==================== design 1
### src/rtl/toggle_event_receiver.sv
// Receive side of a toggle-encoded event link: synchronises the remote level,
// turns each level change into one queued event, and hands events out via valid/ready.
module toggle_event_receiver #(
    parameter int SYNC_STAGES = 2,
    parameter int CNT_W       = 4,
    parameter int TOT_W       = 16
) (
    input  logic             clk,
    input  logic             rst_n,
    input  logic             tog_in,
    input  logic             evt_ready,
    input  logic             ovf_clr,
    output logic             evt_valid,
    output logic             evt_pulse,
    output logic [CNT_W-1:0] pending,
    output logic [TOT_W-1:0] total,
    output logic             overflow,
    output logic             tog_sync
);

    localparam logic [CNT_W-1:0] PEND_MAX = {CNT_W{1'b1}};

    logic [SYNC_STAGES-1:0] sync;
    logic                   prev;
    logic                   tog_edge;
    logic                   accept;
    logic                   drop;
    logic [CNT_W-1:0]       pending_next;

    assign tog_sync = sync[SYNC_STAGES-1];
    assign tog_edge = tog_sync ^ prev;
    assign accept   = evt_valid & evt_ready;

    always_ff @(posedge clk or negedge rst_n) begin
        if (!rst_n) begin
            sync <= '0;
            prev <= 1'b0;
        end else begin
            sync <= {sync[SYNC_STAGES-2:0], tog_in};
            prev <= tog_sync;
        end
    end

    // A simultaneous arrival and departure leaves the queue depth unchanged.
    always_comb begin
        pending_next = pending;
        drop         = 1'b0;
        case ({tog_edge, accept})
            2'b10: begin
                if (pending == PEND_MAX) begin
                    drop = 1'b1;
                end else begin
                    pending_next = pending + CNT_W'(1);
                end
            end
            2'b01:   pending_next = pending - CNT_W'(1);
            default: pending_next = pending;
        endcase
    end

    always_ff @(posedge clk or negedge rst_n) begin
        if (!rst_n) begin
            pending   <= '0;
            evt_valid <= 1'b0;
            evt_pulse <= 1'b0;
            total     <= '0;
            overflow  <= 1'b0;
        end else begin
            pending   <= pending_next;
            evt_valid <= (pending_next != '0);
            evt_pulse <= tog_edge;
            if (tog_edge) begin
                total <= total + TOT_W'(1);
            end
            // A fresh drop takes priority over a clear request in the same cycle.
            if (drop) begin
                overflow <= 1'b1;
            end else if (ovf_clr) begin
                overflow <= 1'b0;
            end
        end
    end

endmodule

### config.mk
export PLATFORM = sky130hd
export DESIGN_NAME = toggle_event_receiver
export DESIGN_NICKNAME = d
export VERILOG_FILES = /design/src/rtl/toggle_event_receiver.sv
export SDC_FILE = /design/constraint.sdc
export NUM_CORES = 1
export LEC_CHECK = 0
export CAP_MARGIN = 20
export CELL_PAD_IN_SITES_DETAIL_PLACEMENT = 0
export CELL_PAD_IN_SITES_GLOBAL_PLACEMENT = 1
export CORE_AREA = 5 5 63 65
export DETAILED_ROUTE_END_ITERATION = 8
export DIE_AREA = 0 0 68 70
export HOLD_SLACK_MARGIN = 0.05
export PLACE_DENSITY_LB_ADDON = 0.1
export SETUP_SLACK_MARGIN = 0.5
export SLEW_MARGIN = 20
export SYNTH_ARGS = -nofsm -noshare
export SYNTH_HDL_FRONTEND = slang
export SYNTH_SLANG_ARGS = --single-unit
### constraint.sdc
create_clock -name clk -period 3.3 [get_ports clk]
set_clock_uncertainty 0.2 [all_clocks]
set_input_delay 0.66 -clock clk [delete_from_list [all_inputs] [get_ports clk]]
set_output_delay 0.66 -clock clk [all_outputs]
set_load 0.02 [all_outputs]
==================== design 2
--- config.mk ---
export PLATFORM = sky130hd
export DESIGN_NAME = xpt_sequencer
export DESIGN_NICKNAME = d
export VERILOG_FILES = /design/src/rtl/xpt_sequencer_pkg.sv /design/src/rtl/xpt_sequencer_watchdog.sv /design/src/rtl/xpt_sequencer.sv
export SDC_FILE = /design/constraint.sdc
export NUM_CORES = 1
export LEC_CHECK = 0
export ABC_CLOCK_PERIOD_IN_PS = 2200
export CAP_MARGIN = 15
export CORE_MARGIN = 2
export CORE_UTILIZATION = 35
export DETAILED_ROUTE_END_ITERATION = 8
export SKIP_CTS_REPAIR_TIMING = 1
export SLEW_MARGIN = 30
export SYNTH_ARGS = -nofsm -noshare
export SYNTH_HDL_FRONTEND = slang
export SYNTH_SLANG_ARGS = --single-unit
export TNS_END_PERCENT = 30
--- constraint.sdc ---
create_clock -name Clk -period 2.2 [get_ports Clk]
set_input_delay 0.22 -clock Clk [delete_from_list [all_inputs] [get_ports Clk]]
set_output_delay 0.22 -clock Clk [all_outputs]
set_load 0.03 [all_outputs]
--- src/rtl/xpt_sequencer_pkg.sv ---
// Shared encodings and defaults for the XPT step sequencer.
// State values are fixed so the FSM state can be read directly in debug dumps.
package xpt_seq_pkg;

  typedef enum logic [1:0] {
    ST_IDLE   = 2'b00,
    ST_RUN    = 2'b01,
    ST_HALTED = 2'b10,
    ST_ERR    = 2'b11
  } state_t;

  localparam logic [1:0] ERR_NONE  = 2'b00;
  localparam logic [1:0] ERR_STALL = 2'b01;
  localparam logic [1:0] ERR_OVF   = 2'b10;

  localparam int DEF_MAX_STEP    = 31;
  localparam int DEF_STALL_LIMIT = 15;

endpackage

--- src/rtl/xpt_sequencer_watchdog.sv ---
// Saturating count of consecutive stalled cycles; limit flag is a registered-count compare.
// No backpressure: the counter follows inc/clr each cycle, clr has priority.
module xpt_stall_watchdog
  import xpt_seq_pkg::*;
#(
  parameter int STALL_LIMIT = DEF_STALL_LIMIT,
  parameter int CW          = $clog2(STALL_LIMIT + 1)
) (
  input  logic i_clk,
  input  logic i_rst,
  input  logic i_inc,
  input  logic i_clr,
  output logic o_at_limit
);

  logic [CW-1:0] r_cnt;

  assign o_at_limit = (r_cnt == CW'(STALL_LIMIT));

  always_ff @(posedge i_clk or posedge i_rst) begin
    if (i_rst) begin
      r_cnt <= '0;
    end else if (i_clr) begin
      r_cnt <= '0;
    end else if (i_inc && !o_at_limit) begin
      r_cnt <= r_cnt + 1'b1;
    end
  end

endmodule

--- src/rtl/xpt_sequencer.sv ---
// Control FSM for the XPT micro-step register; control outputs are combinational so XPT
// samples them at the same edge. Stall freezes XPT; halt is taken only at instruction end.
module xpt_sequencer
  import xpt_seq_pkg::*;
#(
  parameter int MAX_STEP    = DEF_MAX_STEP,
  parameter int STALL_LIMIT = DEF_STALL_LIMIT
) (
  input  logic       Clk,
  input  logic       Reset,
  input  logic       Start,
  input  logic       Halt_Req,
  input  logic       Stall,
  input  logic       Last_Step,
  input  logic [4:0] XPT,
  output logic       PR_Reset_XPT,
  output logic       notPR_Halt_XPT,
  output logic       Instr_Done,
  output logic       Running,
  output logic [1:0] Err_Code
);

  state_t     r_state;
  state_t     w_next;
  logic       r_halt_pend;
  logic       w_halt_pend_nxt;
  logic [1:0] r_err;
  logic [1:0] w_err_nxt;
  logic       w_at_limit;
  logic       w_cnt_inc;
  logic       w_cnt_clr;

  // Counter only advances on a stalled cycle that stays in RUN; every other cycle clears it.
  assign w_cnt_clr = !w_cnt_inc;

  xpt_stall_watchdog #(
    .STALL_LIMIT(STALL_LIMIT)
  ) u_wdog (
    .i_clk     (Clk),
    .i_rst     (Reset),
    .i_inc     (w_cnt_inc),
    .i_clr     (w_cnt_clr),
    .o_at_limit(w_at_limit)
  );

  assign Running  = (r_state == ST_RUN);
  assign Err_Code = r_err;

  always_comb begin
    w_next          = r_state;
    w_halt_pend_nxt = r_halt_pend;
    w_err_nxt       = r_err;
    PR_Reset_XPT    = 1'b1;
    notPR_Halt_XPT  = 1'b0;
    Instr_Done      = 1'b0;
    w_cnt_inc       = 1'b0;
    case (r_state)
      ST_IDLE, ST_HALTED: begin
        if (Start) begin
          w_next          = ST_RUN;
          w_halt_pend_nxt = Halt_Req;
        end
      end
      ST_RUN: begin
        w_halt_pend_nxt = r_halt_pend | Halt_Req;
        if (Stall) begin
          PR_Reset_XPT = 1'b0;
          if (w_at_limit) begin
            w_next    = ST_ERR;
            w_err_nxt = ERR_STALL;
          end else begin
            w_cnt_inc = 1'b1;
          end
        end else if (Last_Step) begin
          Instr_Done = 1'b1;
          if (r_halt_pend || Halt_Req) begin
            w_next          = ST_HALTED;
            w_halt_pend_nxt = 1'b0;
          end
        end else if (XPT == 5'(MAX_STEP)) begin
          w_next    = ST_ERR;
          w_err_nxt = ERR_OVF;
        end else begin
          PR_Reset_XPT   = 1'b0;
          notPR_Halt_XPT = 1'b1;
        end
      end
      default: ;
    endcase
  end

  always_ff @(posedge Clk or posedge Reset) begin
    if (Reset) begin
      r_state     <= ST_IDLE;
      r_halt_pend <= 1'b0;
      r_err       <= ERR_NONE;
    end else begin
      r_state     <= w_next;
      r_halt_pend <= w_halt_pend_nxt;
      r_err       <= w_err_nxt;
    end
  end

endmodule


==> gallery <==
Metal layers overlaid.
Only two layers are drawn.
(a)
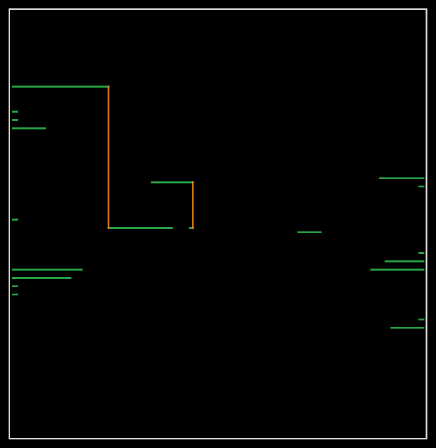
(b)
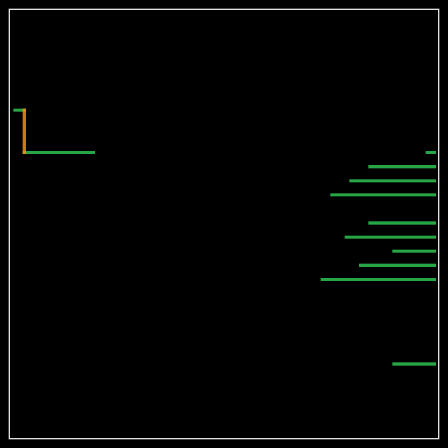
Design 2 is (b).
Design 1 is (a).
- most wire: (a)

==> design_2/clock_map.png <==
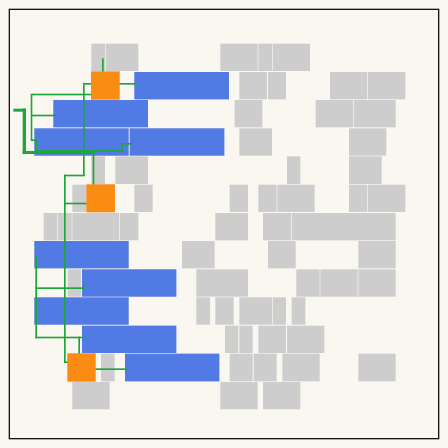
[cells driving clock nets] orange | count: 3
[clock wires] green | length: 104 um
[flip-flops] blue | count: 9
routed clock nets: 4
clk ins delay skew pair: 0.25 ns
Clock net power: 120 uW
skew final: 0.003706 ns
Clk network pwr share: 18.7%

==> results.txt, design 2 <==
run results: status completed, Fin Hold WS 0.2119 ns, cycle use final between 90% and 100%, # nets final a little over 80, clock buffer depth 2, Pwr Total about 640 uW, Worst Max-Slew Pin Slew approximately 0.34 ns, final setup fails 0, post-synthesis cell count between 40 and 50, Seq share, synth 46.27%, Routed Antenna Nets 0, Power Density about 910 nW/um2, comb. cell area ~240 um2, setup_tns 0 ns, Cell Area, Placed ~700 um2, met2 Track Usage GR between 20% and 30%, critical path data arrival time about 1.9 ns, Psw roughly 240 uW
## design 2: kinds of logic (layout without fill, tap and decap cells)
group / after synthesis / count (layout) / synth area share [%]
adder cells (fa/ha/maj): 1 / 1 / 2.570
flip-flops: 9 / 9 / 46.27
AND-OR/OR-AND: 12 / 12 / 21.08
XOR/XNOR: 2 / 2 / 3.600
AND/OR/NAND/NOR: 17 / 17 / 20.56
multiplexers: 1 / 1 / 2.057
buffers and inverters: 5 / 27 / 3.854
## design 2: critical path: cells and delay by family
kind / cells / cell delay [ns]
and+or+nand+nor: 1 / 0.21
AOI/OAI and AO/OA: 1 / 0.35
buffers and inverters: 2 / 1.12
## design 2: state kept, by name (all words and copies together) (netlist names)
name          count
Err_Code          2
u_wdog.r_cnt      4
r_state           2
r_halt_pend       1
## design 2: power groups by stage
stage          Clock, mW  Sequential, mW  Combinational, mW
2_1_floorplan          0           0.225              0.198
3_3_place_gp           0           0.230              0.299
5_1_grt            0.137           0.234              0.325
3_5_place_dp           0           0.230              0.300
4_1_cts            0.125           0.227              0.300
6_report           0.120           0.227              0.294
## design 2: per-layer routing
layer	vias to the layer above	share of wire, %
met5	-	0
met4	0	0.42
met3	2	7.6
met2	11	44
met1	177	48
li1	212	-
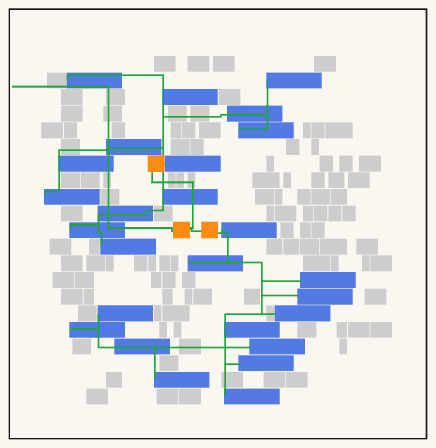
(design_1/clock_map.png)
[clock wires] green | length: 293 um
[flip-flops] blue | count: 26
[cells driving clock nets] orange | count: 3
routed clock nets: 4
Clk network pwr share: 12.1%
clk ins delay skew pair: 0.30 ns

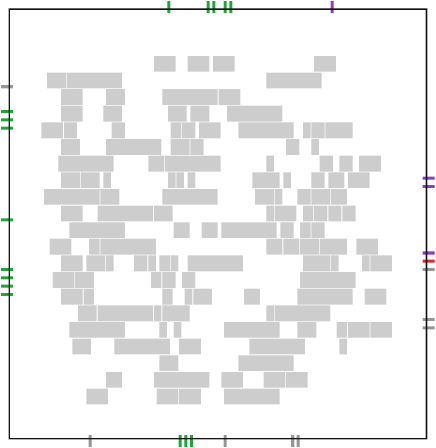
(design_1/pins.png)
Pins as bars across the die edge, other pins in gray.
[total] green | pins: 16 | direction: output | edge: 8 left, 5 top, 3 bottom
[evt_valid] red | pins: 1 | direction: output | edge: right
[pending] purple | pins: 4 | direction: output | edge: 3 right, 1 top
Die Span Y: 70 um
port buffer count: 28
chip width: 68 um

==> results.txt, design 1 <==
run results: drt drc 0, Max-area cell class sequential cells, flop share of the area 42.00%, Area growth syn-to-layout 30.73%, Non-Filler Instances 184, power share of the sequential group a little under half, number of clock buffers in the layout 3, Routed Antenna Nets 0, status completed, worst-case reg-to-reg path depth 7, sequential cell area about 650 um2, Avg WL per Cell between 10 and 15 um, Flops 26, Cell Area, Placed 1526 um2, Comb area share 32.31%, max-slew violation count 0, Peak VDD IR between 0.0003 and 0.0004 V, register-to-register path setup slack ~0.9 ns, Comb gates 73, Initial Util between 30% and 40%
## design 1: cells by family after synthesis
logic type                 after synthesis  synth area share [%]
AOI/OAI and AO/OA                       11                 6.865
xor gates and xnor gates                16                 11.83
adders and majority gates                5                 5.280
buffers and inverters                    7                 2.851
DFF                                     26                 54.91
and+or+nand+nor                         41                 18.27
## design 1: power by group through the flow
stage | sequential, mW | clock (mW) | combinational, mW
floorplan | 0.542 | 0 | 0.190
global placement | 0.481 | 0 | 0.441
detailed placement | 0.482 | 0 | 0.441
CTS | 0.477 | 0.135 | 0.442
global route | 0.491 | 0.147 | 0.471
finish | 0.477 | 0.125 | 0.435
## design 1: cells in the final DEF (no fill, tap or decap)
cell / count
a211o_1: 1
a211oi_1: 1
a21o_1: 1
a221o_1: 1
a31oi_1: 2
and3_1: 3
and4_1: 2
buf_4: 2
clkbuf_4: 3
clkdlybuf4s50_1: 28
dfrtp_1: 26
ha_1: 5
inv_1: 6
nand2_1: 10
nand2b_1: 4
nand3_1: 5
nand4_1: 5
nor2_1: 5
nor2b_1: 2
nor3_1: 2
nor4_1: 1
o21ai_0: 2
o21bai_1: 1
o221ai_1: 1
o22a_1: 1
or3_1: 1
or4_1: 1
xnor2_1: 12
xor2_1: 4

==================== design 3
$ cat config.mk
export PLATFORM = sky130hd
export DESIGN_NAME = fifo_wptr_full_ctrl
export DESIGN_NICKNAME = d
export VERILOG_FILES = /design/src/rtl/fifo_pkg.sv /design/src/rtl/fifo_gray_cnt.sv /design/src/rtl/fifo_wptr_full_ctrl.sv
export SDC_FILE = /design/constraint.sdc
export NUM_CORES = 1
export LEC_CHECK = 0
export ABC_AREA = 1
export CORE_MARGIN = 2
export CORE_UTILIZATION = 50
export CTS_BUF_LIST = sky130_fd_sc_hd__clkbuf_16
export DETAILED_ROUTE_END_ITERATION = 16
export GPL_TIMING_DRIVEN = 1
export PLACE_DENSITY = 0.79
export SYNTH_ARGS = -nofsm -noshare
export SYNTH_HDL_FRONTEND = slang
export SYNTH_SLANG_ARGS = --single-unit
export TNS_END_PERCENT = 1
$ cat constraint.sdc
create_clock -name wclk -period 3.3 [get_ports wclk]
set_clock_uncertainty 0.05 [all_clocks]
set_input_delay 0.33 -clock wclk [delete_from_list [all_inputs] [get_ports wclk]]
set_output_delay 0.33 -clock wclk [all_outputs]
set_load 0.05 [all_outputs]
$ cat src/rtl/fifo_pkg.sv
// Shared types and Gray/binary helpers for the asynchronous FIFO pointer controllers.
// Helpers work on a fixed maximum width; callers pass a mask for their real width.
package fifo_pkg;

  localparam int PTR_MAX_W  = 17;
  localparam int DROP_CNT_W = 16;

  typedef logic [PTR_MAX_W-1:0] ptr_max_t;

  // All-ones mask covering the low w bits (w = PTR_MAX_W yields all ones).
  function automatic ptr_max_t width_mask(input int w);
    return (ptr_max_t'(1) << w) - ptr_max_t'(1);
  endfunction

  function automatic ptr_max_t bin2gray(input ptr_max_t b, input ptr_max_t mask);
    ptr_max_t bm;
    bm = b & mask;
    return (bm >> 1) ^ bm;
  endfunction

  function automatic ptr_max_t gray2bin(input ptr_max_t g, input ptr_max_t mask);
    ptr_max_t gm;
    ptr_max_t b;
    gm = g & mask;
    b  = gm;
    for (int i = 1; i < PTR_MAX_W; i++) begin
      b = b ^ (gm >> i);
    end
    return b;
  endfunction

endpackage

$ cat src/rtl/fifo_gray_cnt.sv
// Binary + Gray pointer register pair with increment enable; shared by the
// write-side full controller and the read-side empty controller.
module fifo_gray_cnt
  import fifo_pkg::*;
#(
  parameter int W = 9
) (
  input  logic         clk,
  input  logic         rst,
  input  logic         inc,
  output logic [W-1:0] bin,
  output logic [W-1:0] gray,
  output logic [W-1:0] binnext,
  output logic [W-1:0] graynext
);

  localparam ptr_max_t MASK = width_mask(W);

  // Wrap from all-ones back to zero falls out of the modulo-2**W add.
  assign binnext  = bin + W'(inc);
  assign graynext = W'(bin2gray(PTR_MAX_W'(binnext), MASK));

  always_ff @(posedge clk or posedge rst) begin
    if (rst) begin
      bin  <= '0;
      gray <= '0;
    end else begin
      bin  <= binnext;
      gray <= graynext;
    end
  end

endmodule

$ cat src/rtl/fifo_wptr_full_ctrl.sv
// Write-domain pointer, full, almost-full and fill-level controller for the async FIFO.
// Optional drop statistics (woverflow, wdrop_cnt) are built when FIFO_WOVF_STATS_EN is defined.
module fifo_wptr_full_ctrl
  import fifo_pkg::*;
#(
  parameter int ADDRSIZE     = 8,
  parameter int AFULL_MARGIN = 2
) (
  input  logic                  wclk,
  input  logic                  wrst,
  input  logic                  winc,
  input  logic [ADDRSIZE:0]     wq2_rptr,
  output logic [ADDRSIZE:0]     wptr,
  output logic [ADDRSIZE-1:0]   waddr,
  output logic                  wen,
  output logic                  wfull,
  output logic                  walmost_full,
  output logic [ADDRSIZE:0]     wlevel
`ifdef FIFO_WOVF_STATS_EN
  ,
  output logic                  woverflow,
  output logic [DROP_CNT_W-1:0] wdrop_cnt
`endif
);

  localparam int       PW           = ADDRSIZE + 1;
  localparam int       DEPTH        = 1 << ADDRSIZE;
  localparam ptr_max_t MASK         = width_mask(PW);
  localparam logic [ADDRSIZE:0] AFULL_THRESH = PW'(DEPTH - AFULL_MARGIN);

  logic [ADDRSIZE:0] wbin;
  logic [ADDRSIZE:0] wbinnext;
  logic [ADDRSIZE:0] wgraynext;
  logic [ADDRSIZE:0] rbin_s;
  logic [ADDRSIZE:0] level_next;
  logic              wfull_next;
  logic              walmost_full_next;
  logic              unused_wbin_msb;

  // Handshake: winc is a write request held by the producer; wen is its
  // acceptance. A request is consumed on the wclk edge where wen is high;
  // a request seen while wfull is high is dropped, never stalled or queued.
  assign wen = winc & ~wfull;

  fifo_gray_cnt #(
    .W (PW)
  ) u_wptr_cnt (
    .clk      (wclk),
    .rst      (wrst),
    .inc      (wen),
    .bin      (wbin),
    .gray     (wptr),
    .binnext  (wbinnext),
    .graynext (wgraynext)
  );

  assign waddr           = wbin[ADDRSIZE-1:0];
  assign unused_wbin_msb = wbin[ADDRSIZE];

  // Full when the next write pointer is exactly one lap ahead of the read
  // pointer: in Gray form that means the top two bits inverted, rest equal.
  assign wfull_next = (wgraynext == {~wq2_rptr[ADDRSIZE -: 2], wq2_rptr[ADDRSIZE-2:0]});

  // The synchronised read pointer lags the real one, so this level can only
  // over-estimate occupancy.
  assign rbin_s            = PW'(gray2bin(PTR_MAX_W'(wq2_rptr), MASK));
  assign level_next        = wbinnext - rbin_s;
  assign walmost_full_next = (level_next >= AFULL_THRESH);

  always_ff @(posedge wclk or posedge wrst) begin
    if (wrst) begin
      wfull        <= 1'b0;
      walmost_full <= 1'b0;
      wlevel       <= '0;
    end else begin
      wfull        <= wfull_next;
      walmost_full <= walmost_full_next;
      wlevel       <= level_next;
    end
  end

`ifdef FIFO_WOVF_STATS_EN
  logic wdrop;

  assign wdrop = winc & wfull;

  // Sticky overflow flag and a drop counter that saturates instead of wrapping.
  always_ff @(posedge wclk or posedge wrst) begin
    if (wrst) begin
      woverflow <= 1'b0;
      wdrop_cnt <= '0;
    end else if (wdrop) begin
      woverflow <= 1'b1;
      if (wdrop_cnt != {DROP_CNT_W{1'b1}}) begin
        wdrop_cnt <= wdrop_cnt + DROP_CNT_W'(1);
      end
    end
  end
`endif

endmodule

==================== design 4
===== src/rtl/nested_op_pkg.sv =====
// ============================================================================
// Module  : nested_op_pkg
// Brief   : Shared FSM states, datapath constants and grant selection helper
//           for nested_op_arbiter.
// Revision: 1.0 - initial release
// ============================================================================
`default_nettype none

package nested_op_pkg;

    typedef enum logic [2:0] {
        IDLE = 3'd0,
        DIV  = 3'd1,
        MUL  = 3'd2,
        ADD  = 3'd3,
        RESP = 3'd4
    } state_t;

    localparam int OP_DIV = 3;
    localparam int OP_MUL = 2;
    localparam int OP_ADD = 1;

    localparam int c_MAX_REQ = 8;

    // Scan num_req slots starting at ptr (wrapping); first set request wins.
    // Fixed priority is the same scan with ptr tied to zero.
    function automatic logic [c_MAX_REQ-1:0] pick_grant(
        input logic [c_MAX_REQ-1:0] req,
        input logic [2:0]           ptr,
        input int                   num_req
    );
        logic [c_MAX_REQ-1:0] gnt;
        logic                 found;
        logic [2:0]           idx;
        gnt   = '0;
        found = 1'b0;
        for (int k = 0; k < c_MAX_REQ; k++) begin
            idx = 3'((int'(ptr) + k) % num_req);
            if (k < num_req && !found && req[idx]) begin
                gnt[idx] = 1'b1;
                found    = 1'b1;
            end
        end
        return gnt;
    endfunction

endpackage

`default_nettype wire


===== src/rtl/nested_op_picker.sv =====
// ============================================================================
// Module  : nested_op_picker
// Brief   : Combinational requester selection; round-robin from a pointer when
//           NESTED_OP_ROUND_ROBIN_EN is defined, fixed lowest-index otherwise.
// Revision: 1.0 - initial release
// ============================================================================
`default_nettype none

module nested_op_picker
    import nested_op_pkg::*;
#(
    parameter int NUM_REQ = 4
) (
    input  logic [NUM_REQ-1:0]         req,
`ifdef NESTED_OP_ROUND_ROBIN_EN
    input  logic [$clog2(NUM_REQ)-1:0] ptr,
`endif
    output logic [NUM_REQ-1:0]         gnt
);

    always_comb begin
`ifdef NESTED_OP_ROUND_ROBIN_EN
        gnt = NUM_REQ'(pick_grant(8'(req), 3'(ptr), NUM_REQ));
`else
        gnt = NUM_REQ'(pick_grant(8'(req), 3'd0, NUM_REQ));
`endif
    end

endmodule

`default_nettype wire


===== src/rtl/nested_op_arbiter.sv =====
// ============================================================================
// Module  : nested_op_arbiter
// Brief   : Shares one sequenced ((x / 3) * 2) + 1 datapath among NUM_REQ
//           requesters. Define NESTED_OP_ROUND_ROBIN_EN for round-robin.
// Revision: 1.0 - initial release
// ============================================================================
`default_nettype none

module nested_op_arbiter
    import nested_op_pkg::*;
#(
    parameter int NUM_REQ = 4,
    parameter int DATA_W  = 32
) (
    input  logic                         clk,
    input  logic                         rst_n,
    input  logic [NUM_REQ-1:0]           req,
    input  logic [NUM_REQ*DATA_W-1:0]    req_data,
    output logic [NUM_REQ-1:0]           gnt,
    output logic                         busy,
    output logic                         rsp_valid,
    output logic [$clog2(NUM_REQ)-1:0]   rsp_id,
    output logic [DATA_W-1:0]            rsp_data
);

    localparam int c_ID_W = $clog2(NUM_REQ);

    state_t              r_state;
    logic [DATA_W-1:0]   r_acc;
    logic [c_ID_W-1:0]   r_owner;
    logic                r_busy;
    logic                r_rsp_valid;
    logic [c_ID_W-1:0]   r_rsp_id;
    logic [DATA_W-1:0]   r_rsp_data;

    logic [NUM_REQ-1:0]  w_pick;
    logic [c_ID_W-1:0]   w_gnt_idx;
    logic [DATA_W-1:0]   w_sel_data;
    logic                w_grant_ok;

`ifdef NESTED_OP_ROUND_ROBIN_EN
    logic [c_ID_W-1:0]   r_ptr;

    nested_op_picker #(
        .NUM_REQ (NUM_REQ)
    ) u_picker (
        .req (req),
        .ptr (r_ptr),
        .gnt (w_pick)
    );
`else
    nested_op_picker #(
        .NUM_REQ (NUM_REQ)
    ) u_picker (
        .req (req),
        .gnt (w_pick)
    );
`endif

    always_comb begin
        w_gnt_idx  = '0;
        w_sel_data = '0;
        for (int i = 0; i < NUM_REQ; i++) begin
            if (w_pick[i]) begin
                w_gnt_idx  = c_ID_W'(i);
                w_sel_data = req_data[i*DATA_W +: DATA_W];
            end
        end
    end

    // Grant is only offered in IDLE and never while reset is asserted.
    assign w_grant_ok = rst_n && (r_state == IDLE);
    assign gnt        = w_grant_ok ? w_pick : '0;

    assign busy      = r_busy;
    assign rsp_valid = r_rsp_valid;
    assign rsp_id    = r_rsp_id;
    assign rsp_data  = r_rsp_data;

    always_ff @(posedge clk) begin
        if (!rst_n) begin
            r_state     <= IDLE;
            r_acc       <= '0;
            r_owner     <= '0;
            r_busy      <= 1'b0;
            r_rsp_valid <= 1'b0;
            r_rsp_id    <= '0;
            r_rsp_data  <= '0;
`ifdef NESTED_OP_ROUND_ROBIN_EN
            r_ptr       <= '0;
`endif
        end else begin
            case (r_state)
                IDLE: begin
                    r_rsp_valid <= 1'b0;
                    if (|w_pick) begin
                        r_acc   <= w_sel_data;
                        r_owner <= w_gnt_idx;
                        r_busy  <= 1'b1;
                        r_state <= DIV;
`ifdef NESTED_OP_ROUND_ROBIN_EN
                        r_ptr   <= (w_gnt_idx == c_ID_W'(NUM_REQ - 1)) ? '0
                                                                       : w_gnt_idx + 1'b1;
`endif
                    end
                end
                DIV: begin
                    r_acc   <= r_acc / DATA_W'(OP_DIV);
                    r_state <= MUL;
                end
                MUL: begin
                    r_acc   <= r_acc * DATA_W'(OP_MUL);
                    r_state <= ADD;
                end
                ADD: begin
                    r_rsp_data  <= r_acc + DATA_W'(OP_ADD);
                    r_rsp_id    <= r_owner;
                    r_rsp_valid <= 1'b1;
                    r_state     <= RESP;
                end
                RESP: begin
                    r_rsp_valid <= 1'b0;
                    r_busy      <= 1'b0;
                    r_state     <= IDLE;
                end
                default: begin
                    r_rsp_valid <= 1'b0;
                    r_busy      <= 1'b0;
                    r_state     <= IDLE;
                end
            endcase
        end
    end

endmodule

`default_nettype wire


===== config.mk =====
export PLATFORM = sky130hd
export DESIGN_NAME = nested_op_arbiter
export DESIGN_NICKNAME = d
export VERILOG_FILES = /design/src/rtl/nested_op_pkg.sv /design/src/rtl/nested_op_picker.sv /design/src/rtl/nested_op_arbiter.sv
export SDC_FILE = /design/constraint.sdc
export NUM_CORES = 1
export LEC_CHECK = 0
export CAP_MARGIN = 20
export CORE_ASPECT_RATIO = 1.2
export CORE_UTILIZATION = 40
export DETAILED_ROUTE_END_ITERATION = 8
export PLACE_DENSITY = 0.77
export SLEW_MARGIN = 30
export SYNTH_ARGS = -nofsm -noshare
export SYNTH_HDL_FRONTEND = slang
export SYNTH_SLANG_ARGS = --single-unit

===== constraint.sdc =====
create_clock -name clk -period 5.9 [get_ports clk]
set_clock_uncertainty 0.05 [all_clocks]
set_input_delay 1.18 -clock clk [delete_from_list [all_inputs] [get_ports clk]]
set_output_delay 1.18 -clock clk [all_outputs]
set_load 0.01 [all_outputs]

==================== design 5
`config.mk`:
```
export PLATFORM = sky130hd
export DESIGN_NAME = instr_fetch
export DESIGN_NICKNAME = d
export VERILOG_FILES = /design/src/rtl/instr_fetch.sv
export SDC_FILE = /design/constraint.sdc
export NUM_CORES = 1
export LEC_CHECK = 0
export CAP_MARGIN = 10
export CORE_MARGIN = 5
export CORE_UTILIZATION = 40
export CTS_CLUSTER_DIAMETER = 40
export DETAILED_ROUTE_END_ITERATION = 6
export GPL_ROUTABILITY_DRIVEN = 0
export PLACE_DENSITY = 0.82
export SLEW_MARGIN = 40
export SYNTH_ARGS = -nofsm -noshare
export SYNTH_HDL_FRONTEND = slang
export SYNTH_SLANG_ARGS = --single-unit
```
`constraint.sdc`:
```
create_clock -name clk -period 2.2 [get_ports clk]
set_input_delay 0.66 -clock clk [delete_from_list [all_inputs] [get_ports clk]]
set_output_delay 0.66 -clock clk [all_outputs]
set_load 0.02 [all_outputs]
```
`src/rtl/instr_fetch.sv`:
```
// -----------------------------------------------------------------------------
// instr_fetch
//   Fetch stage in front of a 64x16 code memory with combinational read.
//   The program counter drives the memory address directly; the returned word
//   is captured into a single-entry output slot and presented to decode over
//   a valid/ready handshake. Supports start-from-address, branch redirect with
//   flush, and stops fetching after loading a halt-opcode word.
//
// Ports
//   clk, rst_n       clock, asynchronous active-low reset
//   start            pulse, begin fetching at start_addr (IDLE/HALTED only)
//   start_addr       first fetch address
//   mem_addr         code memory read address (wire from pc)
//   mem_rdata        code memory read data
//   instr            registered instruction
//   instr_pc         address instr was fetched from
//   instr_valid      slot holds an unconsumed word
//   instr_ready      decode accepts instr this cycle
//   redirect_valid   branch taken: flush slot, refetch at redirect_addr
//   redirect_addr    branch target
//   pc               next fetch address
//   halted           FSM in HALTED
//   pc_wrap          one-cycle pulse after pc increments from all-ones to 0
// -----------------------------------------------------------------------------
module instr_fetch #(
  parameter int unsigned           ADDR_W   = 6,
  parameter int unsigned           DATA_W   = 16,
  parameter logic [ADDR_W-1:0]     RESET_PC = '0,
  parameter logic [3:0]            HALT_OP  = 4'hF
) (
  input  logic              clk,
  input  logic              rst_n,
  input  logic              start,
  input  logic [ADDR_W-1:0] start_addr,
  output logic [ADDR_W-1:0] mem_addr,
  input  logic [DATA_W-1:0] mem_rdata,
  output logic [DATA_W-1:0] instr,
  output logic [ADDR_W-1:0] instr_pc,
  output logic              instr_valid,
  input  logic              instr_ready,
  input  logic              redirect_valid,
  input  logic [ADDR_W-1:0] redirect_addr,
  output logic [ADDR_W-1:0] pc,
  output logic              halted,
  output logic              pc_wrap
);

  typedef enum logic [1:0] {
    ST_IDLE   = 2'd0,
    ST_FETCH  = 2'd1,
    ST_HALTED = 2'd2
  } state_e;

  // Output slot: one instruction plus the address it came from.
  typedef struct packed {
    logic [DATA_W-1:0] instr;
    logic [ADDR_W-1:0] pc;
    logic              vld;
  } slot_t;

  state_e            state_q, state_d;
  logic [ADDR_W-1:0] pc_q, pc_d;
  slot_t             slot_q, slot_d;
  logic              wrap_q, wrap_d;

  logic              load;
  logic              consume;
  logic              is_halt;
  logic              pc_max;

  // Slot may be refilled when it is empty or being drained this cycle.
  assign load    = !slot_q.vld || instr_ready;
  assign consume = slot_q.vld && instr_ready;
  assign is_halt = (mem_rdata[DATA_W-1 -: 4] == HALT_OP);
  assign pc_max  = (pc_q == {ADDR_W{1'b1}});

  always_comb begin
    state_d = state_q;
    pc_d    = pc_q;
    slot_d  = slot_q;
    wrap_d  = 1'b0;

    unique case (state_q)
      ST_IDLE: begin
        if (start) begin
          pc_d    = start_addr;
          state_d = ST_FETCH;
        end
      end

      ST_FETCH: begin
        if (redirect_valid) begin
          // Flush: the word at the old pc is wrong-path, drop any pending slot.
          pc_d       = redirect_addr;
          slot_d.vld = 1'b0;
        end else if (load) begin
          slot_d.instr = mem_rdata;
          slot_d.pc    = pc_q;
          slot_d.vld   = 1'b1;
          if (is_halt) begin
            // pc stays on the halt word so a later inspection sees where we stopped.
            state_d = ST_HALTED;
          end else begin
            pc_d   = pc_q + ADDR_W'(1);
            wrap_d = pc_max;
          end
        end
      end

      ST_HALTED: begin
        // The halt word is still owed to decode; only drain, never load.
        if (consume) slot_d.vld = 1'b0;
        if (start) begin
          pc_d    = start_addr;
          state_d = ST_FETCH;
        end
      end

      default: begin
        state_d = ST_IDLE;
      end
    endcase
  end

  always_ff @(posedge clk or negedge rst_n) begin
    if (!rst_n) begin
      state_q <= ST_IDLE;
      pc_q    <= RESET_PC;
      slot_q  <= '0;
      wrap_q  <= 1'b0;
    end else begin
      state_q <= state_d;
      pc_q    <= pc_d;
      slot_q  <= slot_d;
      wrap_q  <= wrap_d;
    end
  end

  assign pc          = pc_q;
  assign mem_addr    = pc_q;
  assign instr       = slot_q.instr;
  assign instr_pc    = slot_q.pc;
  assign instr_valid = slot_q.vld;
  assign halted      = (state_q == ST_HALTED);
  assign pc_wrap     = wrap_q;

endmodule
```
==> design_3/metal_stack.png <==
Only two layers are drawn.
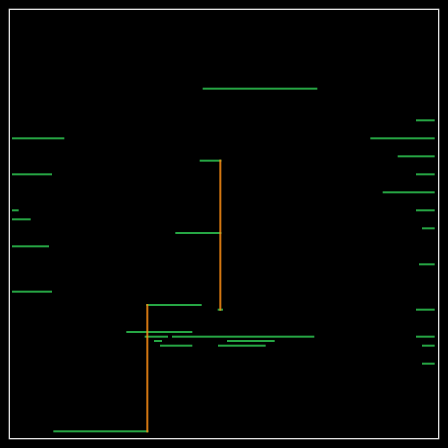
[met4] orange | wire length: 41.5 um
[met3] green | wire length: 172 um
Avg WL per Cell: 11.13 um
Tot GR Track Use: 19.48%

==> results.txt, design 3 <==
run results: chip area between 4000 and 5000 um2, Routed Antenna Nets 0, area reported by Yosys stat between 1500 and 2000 um2, ant diodes 0, DR vias about 1600, Non-Clock Inverter Count 42, IO Pins approximately 40, initial antenna violation count 0, number of clock buffers in the layout 3, post-CTS sizing 0, setup ws final about 0.27 ns, Worst Max-Slew Pin Slew between 1 and 1.5 ns, Routed met3 length approximately 170 um, Complex Gates by Area 3.411%, GRT met3 Usage between 2 and 2.5%, vias per cell 4.893, crit path to walmost_full, placed cell count ~330, status completed, largest net degree at the start of global routing 29, Well Taps ~48, Design Area, Final ~2400 um2, worst-path fanout max 5, RSZ-0062 raised after global routing no, Final min period between 3 and 4 ns, # nets final approximately 310, CTS Root Cell clkbuf_16
[design 3: critical path: stages]
cell	delay [ns]
clkdlybuf4s50_1	0.47
xnor2_2	0.25
xor2_2	0.30
xor2_4	0.25
xnor2_1	0.15
ha_1	0.16
inv_1	0.06
fa_1	0.42
nand4_1	0.12
nand3_1	0.11
nand2_1	0.08
nand2_1	0.04
o21ai_0	0.08
xor2_1	0.22
nand2_1	0.07
[design 3: cell usage after synthesis]
master	number	share of area, %
xor2_2	1	0.89
inv_2	3	0.61
nor3_1	1	0.27
xor2_4	1	1.5
nor2_2	3	1.0
ha_1	10	6.8
fa_1	1	1.1
a21oi_1	4	1.1
o21ai_0	3	0.82
nand3_1	26	7.1
nand3_2	2	1.1
nand2_1	73	15
o211ai_1	1	0.41
nand4_1	6	2.0
o21ai_2	1	0.48
nor2_1	12	2.5
xor2_1	8	3.8
xnor2_1	6	2.9
nand2_2	6	2.0
dfrtp_1	28	38
inv_1	39	8.0
xnor2_2	1	0.89
or2_2	1	0.34
nand2_4	1	0.61
o21bai_2	1	0.61
[design 3: registers in the layout (all words and copies together) (netlist names)]
register / cells
u_wptr_cnt.bin: 9
u_wptr_cnt.gray: 8
wfull: 1
wlevel: 9
walmost_full: 1
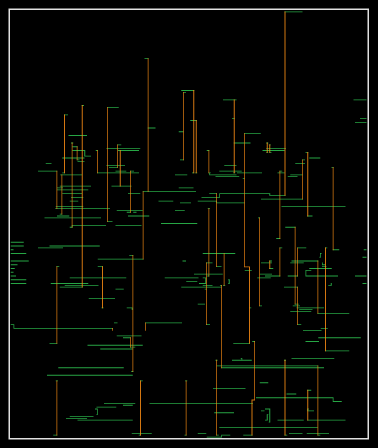
(design_4/metal_stack.png)
Only two layers are drawn.
[met4] orange | wire length: 1200 um
[met3] green | wire length: 1420 um
Avg WL per Cell: 18.13 um
Tot GR Track Use: 29.15%
DRT Wirelength: 29880 um
DR vias: 9961

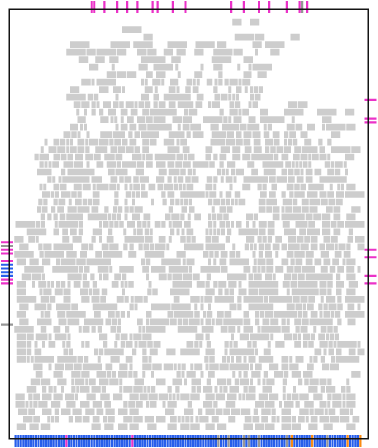
(design_4/pins.png)
Pins as bars across the die edge, other pins in gray.
[rsp_data] magenta | pins: 32 | direction: output | edge: 17 top, 7 right, 6 left, 2 bottom
[req] orange | pins: 4 | direction: input | edge: bottom
[req_data] blue | pins: 128 | direction: input | edge: 124 bottom, 4 left
all pins by edge: 137 bottom, 18 top, 12 left, 7 right
Die Span Y: 155.4 um
chip width: 129.8 um

==> results.txt, design 4 <==
run results: achievable frequency roughly 0.15 GHz, Well Taps 256, Critical Path Sink Type register, met2 WL post-DR approximately 16000 um, final setup fails 7, Hold Crit Class register to register, main flop type dfxtp_1, critical path data arrival time 7.05 ns, Fin Hold WS ~0.40 ns, max-cap violation count 0, failing checks negative setup slack, MUX share of area between 1 and 1.5%, comb. cell area roughly 6000 um2, Hold Path Origin r_owner[1], ant diodes 0, worst reg2reg endpoint r_acc[0], Flops roughly 73, routed metal-1 wire length ~12000 um, status finished, violations left, clock transition at the registers of the reported paths about 0.070 ns, HPWL Detailed ~22000 um, number of clock buffers in the layout 9, Fillers between 1500 and 2000, Area leader share between 10% and 20%, H-tree levels 3, Clock buf/inv share ~2.7%, DRT iter0 DRCs 738, sequential cell area roughly 1500 um2, setup ws final -0.9499 ns, XOR Share, Synth under 10%
design 4: routing by layer:
metal	GRT usage, %	vias to the layer above
li1	-	4784
met1	32.69	4696
met2	53.12	368
met3	4.092	111
met4	14.40	2
met5	0	-
design 4: synth_stat cells (all sizes together), types with 10 or more instances:
master,count
nand2b,15
buf,24
a22oi,49
and2,14
a221oi,31
a21oi,100
and3,19
a211oi,13
o211a,38
nand3,31
xnor2,22
nand2,145
o211ai,18
or3,18
nor2,106
o22ai,14
inv,20
o221ai,10
nor3,25
o21ai,106
dfxtp,73
clkbuf,93
xor2,11
nor2b,17
design 4: worst reg2reg max path, delay by kind of cell (launching register included):
family                     cells  cell delay (ns)
and+or+nand+nor                6             1.39
buffers and inverters          4             0.65
DFF                            1             0.36
AOI/OAI and AO/OA             15             3.52
adders and majority gates      1             0.31
muxes                          2             0.46
design 4: through the flow:
step	worst slack, ns	std cells	instance area, um2
floorplan	-0.4319	1157	8006
global placement	-0.7192	1605	10600
detailed placement	-0.8409	1605	10600
CTS	-0.7323	1639	11140
global route	-1.202	1648	11350
finish	-0.9499	1648	11350
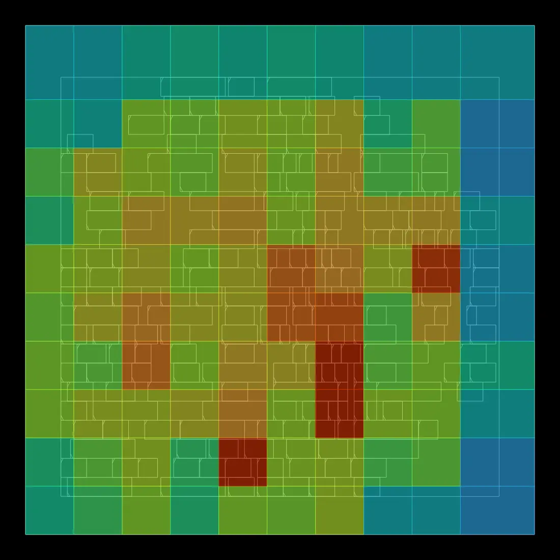
(design_5/final_congestion.png)
post-layout util: 64.64%
GRT met3 Usage: 7.300%
routing usage on met1: 19.64%
Top Usage Layer GRT: met2
Avg WL per Cell: 16.30 um

==> results.txt, design 5 <==
run results: Area growth syn-to-layout 53.98%, Area leader share 50.96%, count leader, synth dfrtp_1, Yosys warning total 0, # nets final about 240, post-CTS setup buffer count 0, status completed, Comb area share about a quarter, CTS tree built, cycle use final a little over nine tenths, Fillers around 310, number of clock buffers in the layout 6, final setup fails 0, XOR Share, Synth 0.5573%, clock buffer depth 2, IO Pins 70, yosys adder share 0.7962%, H-tree levels 2, Non-Filler Instances approximately 250, Seq cells post-synth 32, port buffer count between 60 and 70, post-CTS sizing 0, vias per cell 4.976, area reported by Yosys stat roughly 1600 um2, Rel. slew slack about 73%, share of post-route cells with drive strength above 1 27.59%, CTS Root Cell clkbuf_8, setup ws final between 0.06 and 0.07 ns, Commonest cells post-synth 32 x dfrtp_1, 27 x mux2_2, 7 x buf_4, 7 x inv_1, Clock buf/inv share 3.826%, tool warnings 26, max-cap violation count 0, largest net degree at the start of global routing 33, Netlist Area Pre-Place ~1600 um2, TritonCTS Buffers 5, worst-path fanout max 10, Tot GR Track Use between 10% and 20%, Cell Area, Placed 2325 um2, Max-area cell class sequential cells
[design 5: registers in the layout, summed over array words and instances (netlist names)]
signal / cells
instr: 16
instr_pc: 6
pc_wrap: 1
mem_addr: 6
state_q: 2
instr_valid: 1
[design 5: routing by layer]
layer | vias up | GRT usage, %
li1 | 602 | -
met3 | 8 | 7.300
met5 | - | 0
met1 | 590 | 19.64
met2 | 49 | 26.65
met4 | 0 | 5.328
[design 5: cell usage in the layout, fill, tap and decap left out]
cell type,n
xnor2_1,1
clkdlybuf4s50_1,68
mux2_2,27
and2_1,1
nor2b_1,2
nand2_1,4
nor3_1,2
nor2_1,2
inv_1,7
o21ai_0,5
a31o_2,3
o22ai_1,3
ha_1,1
buf_4,11
nand4_1,4
o211ai_2,1
and4_1,1
a31oi_1,1
o221ai_1,1
nand3_1,1
nand2b_2,1
a211oi_1,1
clkinv_2,2
dfrtp_1,32
a22o_1,1
mux2i_1,1
nand2b_4,1
o211a_1,1
nor3_4,1
dlymetal6s2s_1,1
clkbuf_8,6
buf_12,1
a21oi_1,5
and4bb_2,1
and2b_1,1
o221a_2,1

## Gallery

Cell classes on the final placement.
image #1
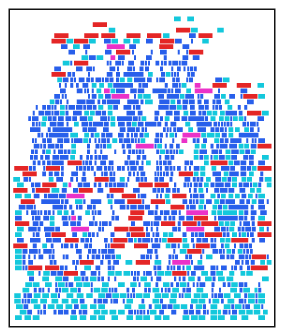
image #2
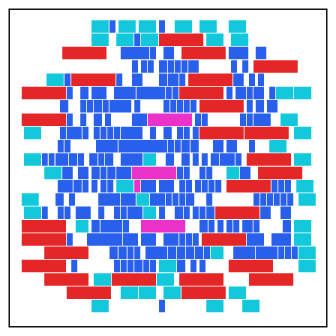
image #3
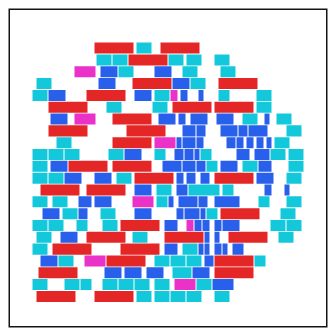
| from | picture |
|---|---|
| design 5 | image #3 |
| design 4 | image #1 |
| design 3 | image #2 |
- most sequential cells: image #1
- fewest cells: image #3


==================== design 6
`src/rtl/lcd_bus_arbiter.sv`:
```
// Shares an HD44780-style 8-bit LCD bus between two write requesters.
// Runs the power-up init sequence, then serves writes round-robin.
module lcd_bus_arbiter #(
    parameter int POWERUP_CYC = 1000,
    parameter int SETUP_CYC   = 2,
    parameter int PULSE_CYC   = 4,
    parameter int HOLD_CYC    = 2,
    parameter int EXEC_CYC    = 50,
    parameter int LONG_CYC    = 2000
) (
    input  logic       clk,
    input  logic       rst,
    input  logic       req0,
    input  logic       rs0,
    input  logic [7:0] data0,
    output logic       ack0,
    input  logic       req1,
    input  logic       rs1,
    input  logic [7:0] data1,
    output logic       ack1,
    output logic       init_done,
    output logic       busy,
    output logic       lcd_e,
    output logic       lcd_rs,
    output logic       lcd_rw,
    output logic [7:0] lcd_data
);

    typedef enum logic [2:0] {
        INIT_WAIT,
        SETUP,
        PULSE,
        HOLD,
        EXEC,
        IDLE
    } state_t;

    localparam logic [15:0] POW_END = 16'(POWERUP_CYC - 1);
    localparam logic [15:0] SET_END = 16'(SETUP_CYC - 1);
    localparam logic [15:0] PUL_END = 16'(PULSE_CYC - 1);
    localparam logic [15:0] HLD_END = 16'(HOLD_CYC - 1);
    localparam logic [15:0] EXE_END = 16'(EXEC_CYC - 1);
    localparam logic [15:0] LNG_END = 16'(LONG_CYC - 1);

    state_t      state, state_n;
    logic [15:0] cnt, cnt_n;
    logic [1:0]  idx, idx_n;
    logic        rs_q, rs_n;
    logic [7:0]  data_q, data_n;
    logic        pref, pref_n;
    logic        done_n;
    logic        ack0_n, ack1_n;
    logic        is_long;
    logic        g0, g1;
    logic [15:0] exec_end;

    function automatic logic [7:0] init_cmd(input logic [1:0] i);
        logic [7:0] c;
        unique case (i)
            2'd0: c = 8'h3C;
            2'd1: c = 8'h0C;
            2'd2: c = 8'h06;
            default: c = 8'h01;
        endcase
        return c;
    endfunction

    // clear and return-home need the long execute wait
    assign is_long  = !rs_q && (data_q[7:2] == 6'd0) && (data_q[1:0] != 2'd0);
    assign exec_end = is_long ? LNG_END : EXE_END;

    // pref=1 means requester 1 wins a tie
    assign g1 = req1 && (!req0 || pref);
    assign g0 = req0 && !g1;

    always_comb begin
        state_n = state;
        cnt_n   = cnt + 16'd1;
        idx_n   = idx;
        rs_n    = rs_q;
        data_n  = data_q;
        pref_n  = pref;
        done_n  = init_done;
        ack0_n  = 1'b0;
        ack1_n  = 1'b0;
        unique case (state)
            INIT_WAIT: begin
                if (cnt == POW_END) begin
                    state_n = SETUP;
                    cnt_n   = 16'd0;
                    idx_n   = 2'd0;
                    rs_n    = 1'b0;
                    data_n  = init_cmd(2'd0);
                end
            end
            SETUP: begin
                if (cnt == SET_END) begin
                    state_n = PULSE;
                    cnt_n   = 16'd0;
                end
            end
            PULSE: begin
                if (cnt == PUL_END) begin
                    state_n = HOLD;
                    cnt_n   = 16'd0;
                end
            end
            HOLD: begin
                if (cnt == HLD_END) begin
                    state_n = EXEC;
                    cnt_n   = 16'd0;
                end
            end
            EXEC: begin
                if (cnt == exec_end) begin
                    cnt_n = 16'd0;
                    if (!init_done && idx != 2'd3) begin
                        state_n = SETUP;
                        idx_n   = idx + 2'd1;
                        rs_n    = 1'b0;
                        data_n  = init_cmd(idx + 2'd1);
                    end else begin
                        state_n = IDLE;
                        done_n  = 1'b1;
                    end
                end
            end
            IDLE: begin
                cnt_n = 16'd0;
                if (g0) begin
                    state_n = SETUP;
                    rs_n    = rs0;
                    data_n  = data0;
                    ack0_n  = 1'b1;
                    pref_n  = 1'b1;
                end else if (g1) begin
                    state_n = SETUP;
                    rs_n    = rs1;
                    data_n  = data1;
                    ack1_n  = 1'b1;
                    pref_n  = 1'b0;
                end
            end
            default: begin
                state_n = INIT_WAIT;
                cnt_n   = 16'd0;
            end
        endcase
    end

    always_ff @(posedge clk or negedge rst) begin
        if (!rst) begin
            state     <= INIT_WAIT;
            cnt       <= 16'd0;
            idx       <= 2'd0;
            rs_q      <= 1'b0;
            data_q    <= 8'h00;
            pref      <= 1'b0;
            init_done <= 1'b0;
            ack0      <= 1'b0;
            ack1      <= 1'b0;
        end else begin
            state     <= state_n;
            cnt       <= cnt_n;
            idx       <= idx_n;
            rs_q      <= rs_n;
            data_q    <= data_n;
            pref      <= pref_n;
            init_done <= done_n;
            ack0      <= ack0_n;
            ack1      <= ack1_n;
        end
    end

    assign busy     = (state != IDLE);
    assign lcd_e    = (state == PULSE);
    assign lcd_rw   = !(state == SETUP || state == PULSE || state == HOLD);
    assign lcd_rs   = rs_q;
    assign lcd_data = data_q;

endmodule

```
`config.mk`:
```
export PLATFORM = sky130hd
export DESIGN_NAME = lcd_bus_arbiter
export DESIGN_NICKNAME = d
export VERILOG_FILES = /design/src/rtl/lcd_bus_arbiter.sv
export SDC_FILE = /design/constraint.sdc
export NUM_CORES = 1
export LEC_CHECK = 0
export ABC_AREA = 1
export CAP_MARGIN = 20
export CORE_MARGIN = 1.5
export CORE_UTILIZATION = 53
export DETAILED_ROUTE_END_ITERATION = 12
export PLACE_DENSITY = 0.75
export SYNTH_ARGS = -nofsm -noshare
export SYNTH_HDL_FRONTEND = slang
export SYNTH_SLANG_ARGS = --single-unit
```
`constraint.sdc`:
```
create_clock -name clk -period 1.87 [get_ports clk]
set_input_delay 0.374 -clock clk [delete_from_list [all_inputs] [get_ports clk]]
set_output_delay 0.374 -clock clk [all_outputs]
set_load 0.005 [all_outputs]
```
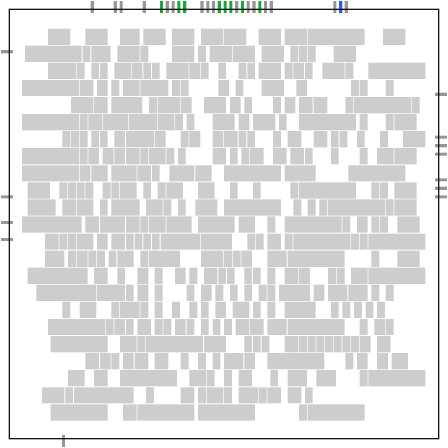
(design_6/pins.png)
Pins as bars across the die edge, other pins in gray.
[data1] green | pins: 8 | direction: input | edge: top
[lcd_rs] blue | pins: 1 | direction: output | edge: top
all pins by edge: 25 top, 7 right, 4 left, 1 bottom
chip width: 68.19 um
Die Span Y: 68.19 um
port buffer count: 36

==> results.txt <==
run results: combinational power share between 5 and 6%, largest net degree at the start of global routing 35, RD Place Congestion between 0.9 and 1, Post-Syn Area per Cell a little over 7 um2, simple share approximately 38%, # Cells Yosys between 300 and 400, Clock net power 559 uW, post-CTS sizing 9, CP max stage delay about 0.44 ns, Hold-fix buffers, CTS 0, status completed, sw frac between 20% and 30%, cycle use final a little over nine tenths, core area 4029 um2, WP depth 6, max-cap violation count 0, TritonCTS Buffers 5, number of global-route vias before repair roughly 1900, clock transition at the registers of the reported paths around 0.07 ns, count leader, synth nand2_1, combinational gate power between 70 and 80 uW, Tot GR Track Use about a quarter, critical path data arrival time between 1 and 1.5 ns, Cell Area, Placed between 2000 and 3000 um2, Max-area cell class multi-input combinational cells, Area growth syn-to-layout 28.72%, Well Taps 50, TritonRoute pass-1 iters 5, main flop type dfrtp_1, Initial Util a little under three fifths, Layout non-clock buf frac 17.61%, Non-Clock Buffer Count between 50 and 60, family with the most delay on the worst path buffers and inverters, Seq power 737 uW, power share of the sequential group a little over half, DRT iter0 DRCs roughly 110, MUX share of area 0%, Clock buf/inv share under 10%, Psw slightly below 300 uW, EDFF count, synth 0, Fin. Hold Viols 0
[worst reg2reg max path, delay by kind of cell (launching register included)]
kind / cells / cell delay (ns)
simple gates: 6 / 0.65
flops: 1 / 0.37
compound gates: 1 / 0.22
fa+ha+maj: 1 / 0.21
buf+inv: 1 / 0.19
[cell families (layout without fill, tap and decap cells)]
logic type	Yosys count	in the layout
AOI/OAI and AO/OA	26	26
adders and majority gates	5	5
buffers and inverters	61	119
and+or+nand+nor	182	182
DFF	34	34
xor gates and xnor gates	9	9
[through the flow]
stage	util, %	hold WS, ns	setup TNS [ns]
after CTS	71.24	0.5070	0
after global placement	67.83	0.4837	0
final	71.96	0.4936	0
after global routing	71.96	0.5403	-0.01956
after floorplan	-	0.07841	0
after detailed placement	67.83	0.4904	0
[layer usage]
metal | up-vias | GRT usage (%) | routed length, um
met1 | 998 | 34.17 | 2494
met2 | 74 | 36.89 | 2469
met3 | 10 | 5.757 | 296
met4 | 0 | 8.750 | 89
met5 | - | 0 | 0
li1 | 1109 | - | -
[flip-flops by register name, summed over array words and instances, names as in the netlist]
register and count:
lcd_rs 1, state 3, lcd_data 8, idx 2, ack0 1, init_done 1, cnt 16, ack1 1
pref 1


## Gallery

Cell classes on the final placement.
picture 1
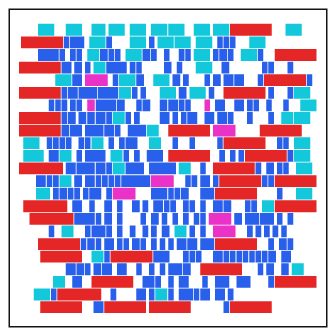
picture 2
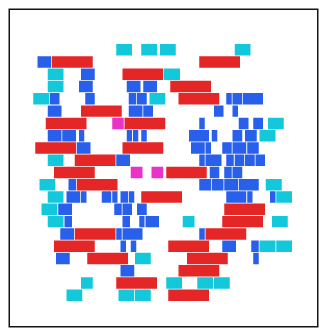
picture 3
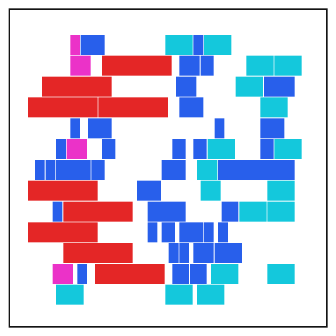
Picture 2 comes from design 1.
Picture 3 comes from design 2.
Picture 1 comes from design 6.

Key to picture 3:
[other buffers and delay cells] cyan | cells: 18
[clock drivers and dummy loads] magenta | cells: 4
[all other logic] blue | cells: 38
[flip-flops] red | cells: 9

Power and IR drop assume default switching activity.
